=== block 1 ===
block_1/zoom.png
Window x 16 to 46, y 28 to 58 um. Cells in gray, sequential cells in the stronger gray; small squares are vias.
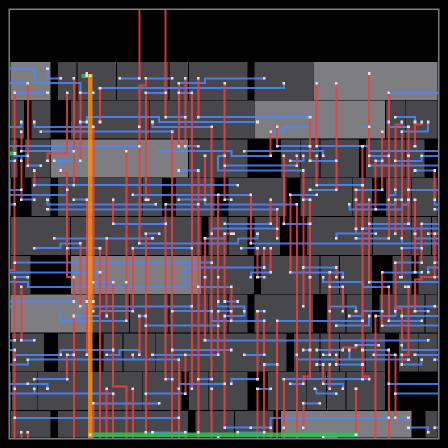

`src/rtl/peridot_ft245_txarb_if.sv`:
```
// Bundle of the two requester byte streams, the phy TX handshake and
// the arbiter status outputs.
interface peridot_ft245_txarb_if;
  logic       req0_valid;
  logic [7:0] req0_data;
  logic       req0_eop;
  logic       req0_ready;
  logic       req1_valid;
  logic [7:0] req1_data;
  logic       req1_eop;
  logic       req1_ready;
  logic       tx_valid;
  logic [7:0] tx_data;
  logic       tx_ready;
  logic [1:0] grant;
  logic       busy;

  modport master (
    output req0_valid, req0_data, req0_eop,
    output req1_valid, req1_data, req1_eop,
    output tx_ready,
    input  req0_ready, req1_ready, tx_valid, tx_data, grant, busy
  );

  modport slave (
    input  req0_valid, req0_data, req0_eop,
    input  req1_valid, req1_data, req1_eop,
    input  tx_ready,
    output req0_ready, req1_ready, tx_valid, tx_data, grant, busy
  );
endinterface

```
`src/rtl/peridot_ft245_txarb.sv`:
```
// Two-requester round-robin arbiter feeding the FT245 TX sink; each grant emits
// a header byte followed by up to MAX_BURST payload bytes.
module peridot_ft245_txarb #(
  parameter int         MAX_BURST   = 64,
  parameter logic [7:0] HEADER_BASE = 8'h7C
) (
  input  logic                  clock_sig,
  input  logic                  reset_sig,
  peridot_ft245_txarb_if.slave  bus
);

  typedef enum logic [1:0] {
    ST_IDLE   = 2'd0,
    ST_HEADER = 2'd1,
    ST_DATA   = 2'd2
  } state_t;

  localparam logic [7:0] LAST_CNT = 8'(MAX_BURST - 1);

  state_t     state_r, state_s;
  logic [1:0] grant_r, grant_s;
  logic       ptr_r, ptr_s;
  logic [7:0] cnt_r, cnt_s;

  logic       gidx_s;
  logic       g_valid_s;
  logic [7:0] g_data_s;
  logic       g_eop_s;
  logic       g_ready_s;
  logic       win_s;
  logic       tx_valid_s;
  logic [7:0] tx_data_s;
  logic       req0_ready_s;
  logic       req1_ready_s;

  // Mux the currently granted requester's stream
  always_comb begin
    gidx_s    = grant_r[1];
    g_valid_s = 1'b0;
    g_data_s  = 8'h00;
    g_eop_s   = 1'b0;
    if (gidx_s) begin
      g_valid_s = bus.req1_valid;
      g_data_s  = bus.req1_data;
      g_eop_s   = bus.req1_eop;
    end else begin
      g_valid_s = bus.req0_valid;
      g_data_s  = bus.req0_data;
      g_eop_s   = bus.req0_eop;
    end
  end

  // Next-state, arbitration and handshake outputs
  always_comb begin
    state_s    = state_r;
    grant_s    = grant_r;
    ptr_s      = ptr_r;
    cnt_s      = cnt_r;
    win_s      = 1'b0;
    tx_valid_s = 1'b0;
    tx_data_s  = 8'h00;
    g_ready_s  = 1'b0;

    case (state_r)
      ST_IDLE: begin
        // ptr_r names the requester preferred when both contend
        if (bus.req0_valid && bus.req1_valid) begin
          win_s = ptr_r;
        end else if (bus.req0_valid) begin
          win_s = 1'b0;
        end else begin
          win_s = 1'b1;
        end
        if (bus.req0_valid || bus.req1_valid) begin
          grant_s = win_s ? 2'b10 : 2'b01;
          state_s = ST_HEADER;
        end else begin
          state_s = ST_IDLE;
        end
      end
      ST_HEADER: begin
        tx_valid_s = 1'b1;
        tx_data_s  = HEADER_BASE + {7'd0, gidx_s};
        if (bus.tx_ready) begin
          state_s = ST_DATA;
          cnt_s   = 8'd0;
        end else begin
          state_s = ST_HEADER;
        end
      end
      ST_DATA: begin
        tx_valid_s = g_valid_s;
        tx_data_s  = g_valid_s ? g_data_s : 8'h00;
        g_ready_s  = bus.tx_ready & g_valid_s;
        if (g_ready_s) begin
          cnt_s = cnt_r + 8'd1;
          // A burst-limited cut leaves the remainder queued at the source
          if (g_eop_s || (cnt_r == LAST_CNT)) begin
            state_s = ST_IDLE;
            grant_s = 2'b00;
            ptr_s   = ~gidx_s;
          end else begin
            state_s = ST_DATA;
          end
        end else begin
          state_s = ST_DATA;
        end
      end
      default: begin
        state_s = ST_IDLE;
        grant_s = 2'b00;
      end
    endcase
  end

  // Route the granted ready back to its owner only
  always_comb begin
    req0_ready_s = 1'b0;
    req1_ready_s = 1'b0;
    if (gidx_s) begin
      req1_ready_s = g_ready_s;
    end else begin
      req0_ready_s = g_ready_s;
    end
  end

  // State, grant, priority pointer and burst counter registers
  always_ff @(posedge clock_sig or posedge reset_sig) begin
    if (reset_sig) begin
      state_r <= ST_IDLE;
      grant_r <= 2'b00;
      ptr_r   <= 1'b0;
      cnt_r   <= 8'd0;
    end else begin
      state_r <= state_s;
      grant_r <= grant_s;
      ptr_r   <= ptr_s;
      cnt_r   <= cnt_s;
    end
  end

  assign bus.tx_valid   = tx_valid_s;
  assign bus.tx_data    = tx_data_s;
  assign bus.req0_ready = req0_ready_s;
  assign bus.req1_ready = req1_ready_s;
  assign bus.grant      = grant_r;
  assign bus.busy       = (state_r != ST_IDLE);

endmodule
```
`src/flat_wrapper.sv`:
```
// flat-port wrapper written by rule: the top's interface ports become plain ports
module peridot_ft245_txarb_flat 
#(
  parameter int         MAX_BURST   = 64,
  parameter logic [7:0] HEADER_BASE = 8'h7C
)
  (clock_sig, reset_sig, bus_req0_valid, bus_req0_data, bus_req0_eop, bus_req1_valid, bus_req1_data, bus_req1_eop, bus_tx_ready, bus_req0_ready, bus_req1_ready, bus_tx_valid, bus_tx_data, bus_grant, bus_busy);
  peridot_ft245_txarb_if bus_i ();
  input  logic clock_sig;
  input  logic reset_sig;
  input wire logic [$bits(bus_i.req0_valid)-1:0] bus_req0_valid;
  input wire logic [$bits(bus_i.req0_data)-1:0] bus_req0_data;
  input wire logic [$bits(bus_i.req0_eop)-1:0] bus_req0_eop;
  input wire logic [$bits(bus_i.req1_valid)-1:0] bus_req1_valid;
  input wire logic [$bits(bus_i.req1_data)-1:0] bus_req1_data;
  input wire logic [$bits(bus_i.req1_eop)-1:0] bus_req1_eop;
  input wire logic [$bits(bus_i.tx_ready)-1:0] bus_tx_ready;
  output wire logic [$bits(bus_i.req0_ready)-1:0] bus_req0_ready;
  output wire logic [$bits(bus_i.req1_ready)-1:0] bus_req1_ready;
  output wire logic [$bits(bus_i.tx_valid)-1:0] bus_tx_valid;
  output wire logic [$bits(bus_i.tx_data)-1:0] bus_tx_data;
  output wire logic [$bits(bus_i.grant)-1:0] bus_grant;
  output wire logic [$bits(bus_i.busy)-1:0] bus_busy;
  assign bus_i.req0_valid = bus_req0_valid;
  assign bus_i.req0_data = bus_req0_data;
  assign bus_i.req0_eop = bus_req0_eop;
  assign bus_i.req1_valid = bus_req1_valid;
  assign bus_i.req1_data = bus_req1_data;
  assign bus_i.req1_eop = bus_req1_eop;
  assign bus_i.tx_ready = bus_tx_ready;
  assign bus_req0_ready = bus_i.req0_ready;
  assign bus_req1_ready = bus_i.req1_ready;
  assign bus_tx_valid = bus_i.tx_valid;
  assign bus_tx_data = bus_i.tx_data;
  assign bus_grant = bus_i.grant;
  assign bus_busy = bus_i.busy;
  peridot_ft245_txarb #(.MAX_BURST(MAX_BURST), .HEADER_BASE(HEADER_BASE)) u_core (.clock_sig(clock_sig), .reset_sig(reset_sig), .bus(bus_i));
endmodule
```
`config.mk`:
```
export PLATFORM = sky130hd
export DESIGN_NAME = peridot_ft245_txarb_flat
export DESIGN_NICKNAME = d
export VERILOG_FILES = /design/src/rtl/peridot_ft245_txarb_if.sv /design/src/rtl/peridot_ft245_txarb.sv /design/src/flat_wrapper.sv
export SDC_FILE = /design/constraint.sdc
export NUM_CORES = 1
export LEC_CHECK = 0
export ABC_AREA = 1
export CORE_MARGIN = 5
export CORE_UTILIZATION = 41
export CTS_CLUSTER_DIAMETER = 200
export DETAILED_ROUTE_END_ITERATION = 8
export GPL_ROUTABILITY_DRIVEN = 0
export PLACE_DENSITY = 0.76
export REMOVE_ABC_BUFFERS = 1
export SETUP_SLACK_MARGIN = 0.15
export SLEW_MARGIN = 25
export SYNTH_ARGS = -nofsm -noshare
export SYNTH_HDL_FRONTEND = slang
export SYNTH_SLANG_ARGS = --single-unit
export TNS_END_PERCENT = 30
```
`constraint.sdc`:
```
create_clock -name clock_sig -period 1.4 [get_ports clock_sig]
set_clock_uncertainty 0.15 [all_clocks]
set_input_delay 0.42 -clock clock_sig [delete_from_list [all_inputs] [get_ports clock_sig]]
set_output_delay 0.42 -clock clock_sig [all_outputs]
set_load 0.05 [all_outputs]
```
=== block 2 ===
==> src/rtl/ppu_cpu_regs_pkg.sv <==
// ppu_cpu_regs_pkg: shared definitions for the PPU CPU-side register window.
//   - register indices within the folded $2000-$2007 window
//   - $2007 transaction state encoding
//   - default first palette address (reads at or above it are unbuffered)
package ppu_cpu_regs_pkg;

    localparam logic [2:0] REG_CTRL    = 3'd0;  // $2000 PPUCTRL
    localparam logic [2:0] REG_MASK    = 3'd1;  // $2001 PPUMASK
    localparam logic [2:0] REG_STATUS  = 3'd2;  // $2002 PPUSTATUS
    localparam logic [2:0] REG_OAMADDR = 3'd3;  // $2003 OAMADDR
    localparam logic [2:0] REG_OAMDATA = 3'd4;  // $2004 OAMDATA
    localparam logic [2:0] REG_SCROLL  = 3'd5;  // $2005 PPUSCROLL
    localparam logic [2:0] REG_ADDR    = 3'd6;  // $2006 PPUADDR
    localparam logic [2:0] REG_DATA    = 3'd7;  // $2007 PPUDATA

    localparam logic [14:0] PAL_BASE_DEFAULT = 15'h3F00;

    typedef enum logic [1:0] {
        ST_IDLE    = 2'd0,
        ST_WR_WAIT = 2'd1,
        ST_RD_WAIT = 2'd2
    } data_state_e;

endpackage

==> src/rtl/ppu_cpu_regs_scroll_regs.sv <==
// ppu_scroll_regs: the loopy scroll/address latches t, v, fine_x and the
// shared write toggle w.
//   clk, rst_n   clock, asynchronous active-low reset
//   ctrl_wr      $2000 write: t[11:10] <= d[1:0]
//   scroll_wr    $2005 write (first/second half selected by w)
//   addr_wr      $2006 write (second half also copies the new t into v)
//   status_rd    $2002 read: clears w
//   v_inc        $2007 transaction acknowledged: advance v
//   inc32        step size select (1 = +32, 0 = +1)
//   wr_data      CPU write data
//   t, v         temporary and current VRAM address
//   fine_x       fine horizontal scroll
module ppu_scroll_regs
    import ppu_cpu_regs_pkg::*;
#(
    parameter int VADDR_W = 15
) (
    input  logic               clk,
    input  logic               rst_n,
    input  logic               ctrl_wr,
    input  logic               scroll_wr,
    input  logic               addr_wr,
    input  logic               status_rd,
    input  logic               v_inc,
    input  logic               inc32,
    input  logic [7:0]         wr_data,
    output logic [VADDR_W-1:0] t,
    output logic [VADDR_W-1:0] v,
    output logic [2:0]         fine_x
);

    logic [VADDR_W-1:0] t_q, t_d, v_q, v_d;
    logic [2:0]         fine_x_q, fine_x_d;
    logic               w_q, w_d;

    always_comb begin
        // NOTE: every signal gets a default before any condition, otherwise
        // a path that skips an assignment infers a latch.
        t_d      = t_q;
        v_d      = v_q;
        fine_x_d = fine_x_q;
        w_d      = w_q;

        if (v_inc) begin
            v_d = v_q + (inc32 ? VADDR_W'(32) : VADDR_W'(1));
        end

        if (ctrl_wr) begin
            t_d[11:10] = wr_data[1:0];
        end

        if (scroll_wr) begin
            if (!w_q) begin
                t_d[4:0] = wr_data[7:3];
                fine_x_d = wr_data[2:0];
            end else begin
                t_d[14:12] = wr_data[2:0];
                t_d[9:5]   = wr_data[7:3];
            end
            w_d = ~w_q;
        end

        // A $2006 load of v takes precedence over an increment in the same cycle.
        if (addr_wr) begin
            if (!w_q) begin
                t_d[13:8] = wr_data[5:0];
                t_d[14]   = 1'b0;
            end else begin
                t_d[7:0] = wr_data;
                v_d      = t_d;
            end
            w_d = ~w_q;
        end

        if (status_rd) begin
            w_d = 1'b0;
        end
    end

    // NOTE: sequential state uses non-blocking assignments so every flop
    // samples the pre-edge values regardless of statement order.
    always_ff @(posedge clk or negedge rst_n) begin
        if (!rst_n) begin
            t_q      <= '0;
            v_q      <= '0;
            fine_x_q <= '0;
            w_q      <= 1'b0;
        end else begin
            t_q      <= t_d;
            v_q      <= v_d;
            fine_x_q <= fine_x_d;
            w_q      <= w_d;
        end
    end

    assign t      = t_q;
    assign v      = v_q;
    assign fine_x = fine_x_q;

endmodule

==> src/rtl/ppu_cpu_regs.sv <==
// ppu_cpu_regs: CPU-side responder for the PPU register window $2000-$2007.
// Holds PPUCTRL/PPUMASK, the vblank flag, OAMADDR, the $2007 read buffer and
// (through ppu_scroll_regs) t/v/fine_x/w; runs VRAM transactions for $2007,
// OAM writes for $2004, and drives the registered active-low NMI.
//   CPU side : reg_sel, reg_addr, reg_wr, reg_rd, wr_data -> rd_data, rd_valid, busy
//   timing   : vblank_set, vblank_clr, spr0_hit, spr_ovf
//   state    : ctrl, mask, vaddr, taddr, fine_x, nmi_n
//   VRAM     : vram_req, vram_we, vram_addr, vram_wdata <- vram_ack, vram_rdata
//   OAM      : oam_addr, oam_we, oam_wdata <- oam_rdata
// Build option PPU_OPEN_BUS_EN: adds an 8-bit open-bus latch (last written or
// read byte) returned in $2002 bits [4:0] and on write-only register reads;
// without it those bits/reads are zero.
module ppu_cpu_regs
    import ppu_cpu_regs_pkg::*;
#(
    parameter int                 VADDR_W  = 15,
    parameter logic [VADDR_W-1:0] PAL_BASE = VADDR_W'(PAL_BASE_DEFAULT)
) (
    input  logic               clk,
    input  logic               rst_n,
    input  logic               reg_sel,
    input  logic [2:0]         reg_addr,
    input  logic               reg_wr,
    input  logic               reg_rd,
    input  logic [7:0]         wr_data,
    output logic [7:0]         rd_data,
    output logic               rd_valid,
    output logic               busy,
    input  logic               vblank_set,
    input  logic               vblank_clr,
    input  logic               spr0_hit,
    input  logic               spr_ovf,
    output logic [7:0]         ctrl,
    output logic [7:0]         mask,
    output logic [VADDR_W-1:0] vaddr,
    output logic [VADDR_W-1:0] taddr,
    output logic [2:0]         fine_x,
    output logic               nmi_n,
    output logic               vram_req,
    output logic               vram_we,
    output logic [13:0]        vram_addr,
    output logic [7:0]         vram_wdata,
    input  logic               vram_ack,
    input  logic [7:0]         vram_rdata,
    output logic [7:0]         oam_addr,
    output logic               oam_we,
    output logic [7:0]         oam_wdata,
    input  logic [7:0]         oam_rdata
);

    logic        wr_any, rd_any;
    logic        ctrl_wr, mask_wr, oamaddr_wr, oamdata_wr, scroll_wr, addr_wr;
    logic        status_rd, data_wr, data_rd, data_ack, pal_now;
    logic [7:0]  open_bus;

    data_state_e state_q, state_d;
    logic [7:0]  ctrl_q, ctrl_d, mask_q, mask_d;
    logic [7:0]  oam_addr_q, oam_addr_d, oam_wdata_q, oam_wdata_d;
    logic        oam_we_q, oam_we_d, vblank_q, vblank_d, nmi_n_q, nmi_n_d;
    logic        rd_valid_q, rd_valid_d, pal_q, pal_d;
    logic [7:0]  rd_data_q, rd_data_d, rbuf_q, rbuf_d, vram_wdata_q, vram_wdata_d;
    logic [13:0] vram_addr_q, vram_addr_d;

    // Strobe decode. $2007 accesses count only while no transaction is pending.
    assign wr_any     = reg_sel & reg_wr;
    assign rd_any     = reg_sel & reg_rd;
    assign ctrl_wr    = wr_any && (reg_addr == REG_CTRL);
    assign mask_wr    = wr_any && (reg_addr == REG_MASK);
    assign oamaddr_wr = wr_any && (reg_addr == REG_OAMADDR);
    assign oamdata_wr = wr_any && (reg_addr == REG_OAMDATA);
    assign scroll_wr  = wr_any && (reg_addr == REG_SCROLL);
    assign addr_wr    = wr_any && (reg_addr == REG_ADDR);
    assign status_rd  = rd_any && (reg_addr == REG_STATUS);
    assign data_wr    = wr_any && (reg_addr == REG_DATA) && (state_q == ST_IDLE);
    assign data_rd    = rd_any && (reg_addr == REG_DATA) && (state_q == ST_IDLE);
    assign data_ack   = vram_ack && (state_q != ST_IDLE);
    assign pal_now    = (vaddr >= PAL_BASE);

    ppu_scroll_regs #(.VADDR_W(VADDR_W)) u_scroll (
        .clk       (clk),
        .rst_n     (rst_n),
        .ctrl_wr   (ctrl_wr),
        .scroll_wr (scroll_wr),
        .addr_wr   (addr_wr),
        .status_rd (status_rd),
        .v_inc     (data_ack),
        .inc32     (ctrl_q[2]),
        .wr_data   (wr_data),
        .t         (taddr),
        .v         (vaddr),
        .fine_x    (fine_x)
    );

    // $2007 FSM: state register / next state / outputs.
    always_ff @(posedge clk or negedge rst_n) begin
        if (!rst_n) state_q <= ST_IDLE;
        else        state_q <= state_d;
    end

    always_comb begin
        state_d = state_q;
        unique case (state_q)
            ST_IDLE: begin
                if (data_wr)      state_d = ST_WR_WAIT;
                else if (data_rd) state_d = ST_RD_WAIT;
            end
            ST_WR_WAIT, ST_RD_WAIT: begin
                if (vram_ack) state_d = ST_IDLE;
            end
            default: state_d = ST_IDLE;
        endcase
    end

    // Decoded from the state flop, so reset drops the request immediately.
    always_comb begin
        vram_req = 1'b0;
        vram_we  = 1'b0;
        case (state_q)
            ST_WR_WAIT: begin
                vram_req = 1'b1;
                vram_we  = 1'b1;
            end
            ST_RD_WAIT: vram_req = 1'b1;
            default: ;
        endcase
    end

    assign busy = vram_req;

`ifdef PPU_OPEN_BUS_EN
    logic [7:0] open_bus_q, open_bus_d;

    always_comb begin
        open_bus_d = open_bus_q;
        if (wr_any)          open_bus_d = wr_data;
        else if (rd_valid_d) open_bus_d = rd_data_d;
    end

    always_ff @(posedge clk or negedge rst_n) begin
        if (!rst_n) open_bus_q <= '0;
        else        open_bus_q <= open_bus_d;
    end

    assign open_bus = open_bus_q;
`else
    assign open_bus = 8'h00;
`endif

    always_comb begin
        ctrl_d       = ctrl_q;
        mask_d       = mask_q;
        oam_addr_d   = oam_addr_q;
        oam_we_d     = 1'b0;
        oam_wdata_d  = oam_wdata_q;
        rd_valid_d   = 1'b0;
        rd_data_d    = rd_data_q;
        rbuf_d       = rbuf_q;
        pal_d        = pal_q;
        vram_addr_d  = vram_addr_q;
        vram_wdata_d = vram_wdata_q;
        nmi_n_d      = ~(vblank_q & ctrl_q[7]);

        // Status read and vblank_clr both beat a coincident vblank_set.
        vblank_d = vblank_q;
        if (vblank_set) vblank_d = 1'b1;
        if (status_rd)  vblank_d = 1'b0;
        if (vblank_clr) vblank_d = 1'b0;

        // The OAM address advances once the write pulse, which presents the
        // pre-increment address, has been issued.
        if (oam_we_q)   oam_addr_d = oam_addr_q + 8'd1;
        if (ctrl_wr)    ctrl_d     = wr_data;
        if (mask_wr)    mask_d     = wr_data;
        if (oamaddr_wr) oam_addr_d = wr_data;
        if (oamdata_wr) begin
            oam_we_d    = 1'b1;
            oam_wdata_d = wr_data;
        end

        if (data_wr || data_rd) begin
            vram_addr_d = vaddr[13:0];
            pal_d       = pal_now;
        end
        if (data_wr) vram_wdata_d = wr_data;

        if (data_ack && (state_q == ST_RD_WAIT)) begin
            rbuf_d = vram_rdata;
            if (pal_q) begin
                rd_valid_d = 1'b1;
                rd_data_d  = vram_rdata;
            end
        end

        // A register read strobe overrides a coincident palette completion.
        if (rd_any) begin
            case (reg_addr)
                REG_STATUS: begin
                    rd_valid_d = 1'b1;
                    rd_data_d  = {vblank_q & ~vblank_set, spr0_hit, spr_ovf, open_bus[4:0]};
                end
                REG_OAMDATA: begin
                    rd_valid_d = 1'b1;
                    rd_data_d  = oam_rdata;
                end
                REG_DATA: begin
                    if (data_rd && !pal_now) begin
                        rd_valid_d = 1'b1;
                        rd_data_d  = rbuf_q;
                    end
                end
                default: begin
                    rd_valid_d = 1'b1;
                    rd_data_d  = open_bus;
                end
            endcase
        end
    end

    always_ff @(posedge clk or negedge rst_n) begin
        if (!rst_n) begin
            ctrl_q       <= '0;
            mask_q       <= '0;
            oam_addr_q   <= '0;
            oam_we_q     <= 1'b0;
            oam_wdata_q  <= '0;
            vblank_q     <= 1'b0;
            nmi_n_q      <= 1'b1;
            rd_valid_q   <= 1'b0;
            rd_data_q    <= '0;
            rbuf_q       <= '0;
            pal_q        <= 1'b0;
            vram_addr_q  <= '0;
            vram_wdata_q <= '0;
        end else begin
            ctrl_q       <= ctrl_d;
            mask_q       <= mask_d;
            oam_addr_q   <= oam_addr_d;
            oam_we_q     <= oam_we_d;
            oam_wdata_q  <= oam_wdata_d;
            vblank_q     <= vblank_d;
            nmi_n_q      <= nmi_n_d;
            rd_valid_q   <= rd_valid_d;
            rd_data_q    <= rd_data_d;
            rbuf_q       <= rbuf_d;
            pal_q        <= pal_d;
            vram_addr_q  <= vram_addr_d;
            vram_wdata_q <= vram_wdata_d;
        end
    end

    assign ctrl       = ctrl_q;
    assign mask       = mask_q;
    assign oam_addr   = oam_addr_q;
    assign oam_we     = oam_we_q;
    assign oam_wdata  = oam_wdata_q;
    assign nmi_n      = nmi_n_q;
    assign rd_valid   = rd_valid_q;
    assign rd_data    = rd_data_q;
    assign vram_addr  = vram_addr_q;
    assign vram_wdata = vram_wdata_q;

endmodule

==> config.mk <==
export PLATFORM = sky130hd
export DESIGN_NAME = ppu_cpu_regs
export DESIGN_NICKNAME = d
export VERILOG_FILES = /design/src/rtl/ppu_cpu_regs_pkg.sv /design/src/rtl/ppu_cpu_regs_scroll_regs.sv /design/src/rtl/ppu_cpu_regs.sv
export SDC_FILE = /design/constraint.sdc
export NUM_CORES = 1
export LEC_CHECK = 0
export CAP_MARGIN = 20
export CORE_MARGIN = 1.5
export CORE_UTILIZATION = 49
export DETAILED_ROUTE_END_ITERATION = 7
export GPL_ROUTABILITY_DRIVEN = 0
export PLACE_DENSITY = 0.81
export SKIP_CTS_REPAIR_TIMING = 1
export SYNTH_ARGS = -nofsm -noshare
export SYNTH_HDL_FRONTEND = slang
export SYNTH_SLANG_ARGS = --single-unit
==> constraint.sdc <==
create_clock -name clk -period 2.4 [get_ports clk]
set_input_delay 0.48 -clock clk [delete_from_list [all_inputs] [get_ports clk]]
set_output_delay 0.48 -clock clk [all_outputs]
set_load 0.005 [all_outputs]
block_1/met1.png
Scale: 6 px per um. Supply wires on this layer in gray.
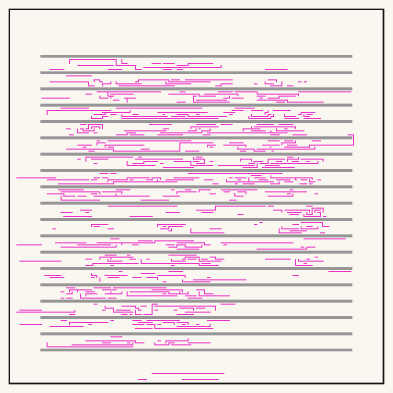
The wires run mostly horizontal. The layer holds 41% of the routed length.
WL final: 3.48 mm
met1 Usage GRT: 19.6%
via count: 1242

## Picture notes: block_1/zoom.png
Green is met3. Blue is met1. Red is met2. Orange is met4.
84 logic cells have their middle in the window. Most frequent: nand2_1 (16), buf_4 (11). Sequential cells in the window: 6. Netlist names of flops here include u_core.cnt_r (3), u_core.state_r (2).

==> CHANGELOG.md, block 1 <==
### Implementation results

* Status: finished with violations
* Failing checks: setup timing
* Filler cells at 148
* Via density at 5.13
* Gr ovfl total at 0
* Multi-input combinational area share at 39.6%
* Most frequent cell on the critical path: inv_2
* Fin util at 76.1%
* Sw Pwr at 1810 uW
* Worst setup margin at -0.794 ns
* Total number of cells along the worst setup path at 9
* Slew Limit Fails at 0
* Synth Seq Share at 29.2%
* Clk buf depth at 2
* Most frequent cell after synthesis: nand2_1
* Hold Violations, Final at 0
* Drt pass-1 iters at 4
* Yosys aoi share at 17.0%
* Post-CTS sizing at 32
* Global Route Usage Sum at 17.7%
* Most used flip-flop cell: dfrtp_1
* PwrDens at 1900 nW/um^2
* P_clk at 257 uW
* End point of the critical path: bus_req1_ready
* Final setup violation count at 27
* DIE AREA at 3860 um^2
* Clk latency late pin at 0.30 ns
* Sequential Power Share at 15.0%
* Element type at the critical path end: output pin
* Mean area per synthesized cell at 7.28 um^2
* Crit path max-delay family: buffers and inverters
* Initial antenna violation count at 0
* Share of cells above drive strength 1 at 40.1%
* Combinational power at 2880 uW
* Chip width at 62.1 um
* # H-tree levels at 1
* Core Density at Floorplan at 43.8%
* Core area at 2540 um^2
* Power Internal at 1870 uW
block 1: cell usage in the layout, fill, tap and decap left out, types with 3 or more instances in the layout:
master            n
a21oi_1           7
a21oi_2           7
buf_12           14
buf_4            18
buf_6             5
clkbuf_4          3
clkdlybuf4s50_1  19
dfrtp_1          12
dlygate4sd2_1     3
ha_4              3
inv_1            10
inv_2             7
inv_4             3
nand2_1          42
nand2_2           5
nand2_4           3
nand3_1          11
nor2_1            7
o21ai_0           5
o21ai_1           3
o21ai_2           3
block 1: per-layer routing:
layer  routed length, um  up-vias  track usage, %
met2                1840       26            32.8
met4                  90        0            4.61
met3                 118        7            4.50
met5                   0        -               0
li1                    -      610               -
met1                1430      599            19.6
block 1: worst register-to-register path: stages, from the launching register on:
cell     delay (ns)
dfrtp_1        0.40
inv_2          0.11
ha_4           0.16
buf_4          0.20
nand4_4        0.12
buf_4          0.17
nand2_4        0.08
inv_4          0.07
nand2_1        0.07
o21ai_2        0.05
block_2/met1.png
Scale: 4 px per um. Supply wires on this layer in gray.
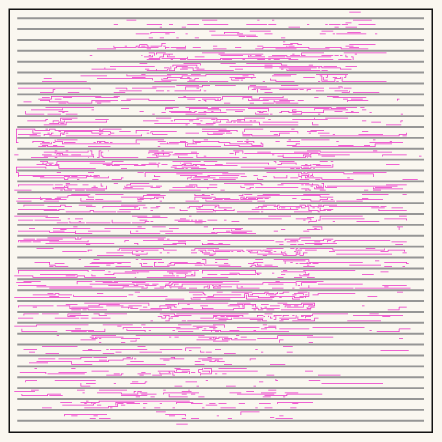
The layer holds 40% of the routed length. The wires run mostly horizontal. 571 nets have wire on it. The longest straight run is 31.3 um.

==> CHANGELOG.md, block 2 <==
### Implementation results

* Die Y at 105 um
* P_clk at 1140 uW
* # H-tree levels at 3
* Share of cells above drive strength 1 at 17.6%
* Minimum clock period at 2.22 ns
* Setup WS pre-CTS at 0.0402 ns
* FF/Latch Area at 2780 um^2
* Clock-cell share at 2.97%
* Area Overhead vs Synth at 36.0%
* Synth Seq Share at 54.1%
* Power Internal at 4360 uW
* CLK BUF at 9
* Final non-filler cell total at 744
* Mapped Cells at 451
* Met3 wire len at 1.08 mm
* Placed Area at 6780 um^2
* Status: completed
-- block 2: cell usage in the layout, fill, tap and decap left out, drive strengths merged, types with 11 or more instances in the layout --
cell,n
clkdlybuf4s50,136
inv,14
nor3,15
mux2i,14
mux2,49
a31oi,11
dfrtp,110
o21ai,23
a21oi,17
nand2,39
nor2,26
buf,31
-- block 2: critical path: cells and delay by family, from the launching register on --
family,cells,cell delay [ns]
adder cells (fa/ha/maj),1,0.33
buffers and inverters,2,0.60
flip-flops,1,0.43
-- block 2: sequential cells by signal, indices dropped and copies added, names as in the netlist, named ones only --
register         count
ctrl                 8
mask                 8
nmi_n                1
oam_addr             8
oam_wdata            8
oam_we               1
pal_q                1
rbuf_q               8
rd_data              8
rd_valid             1
state_q              2
u_scroll.fine_x      3
u_scroll.t          14
u_scroll.v          15
u_scroll.w_q         1
vblank_q             1
vram_addr           14
vram_wdata           8
-- block 2: cell families after synthesis --
| kind of cell | synth area share, % |
|---|---|
| buffers and inverters | 3.55 |
| adder cells (fa/ha/maj) | 1.70 |
| AND/OR/NAND/NOR | 13.9 |
| multiplexers | 13.5 |
| XOR/XNOR | 1.87 |
| flip-flops | 54.1 |
| AND-OR/OR-AND | 11.4 |


==> screenshots <==
Gate families picked out.
panel A
Scale: 8 px per um.
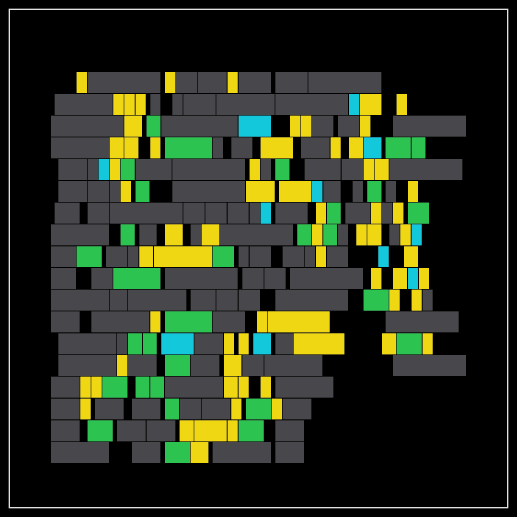
panel B
Scale: 4 px per um.
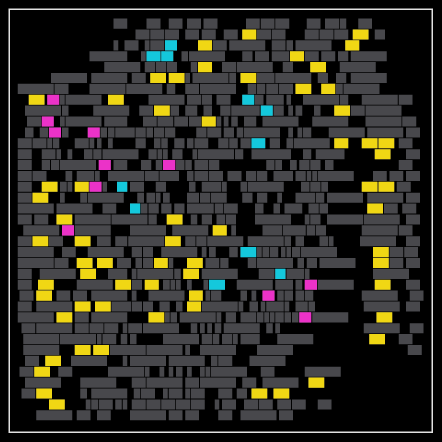
Panel B comes from block 2.
Panel A comes from block 1.
Of these, most cells: panel B
Of these, largest die: panel B

Key to panel A:
Cyan is NOR gates, cells 11. Yellow is NAND gates, cells 66. Green is inverting AOI/OAI gates, cells 30.

Power and IR drop assume default switching activity.
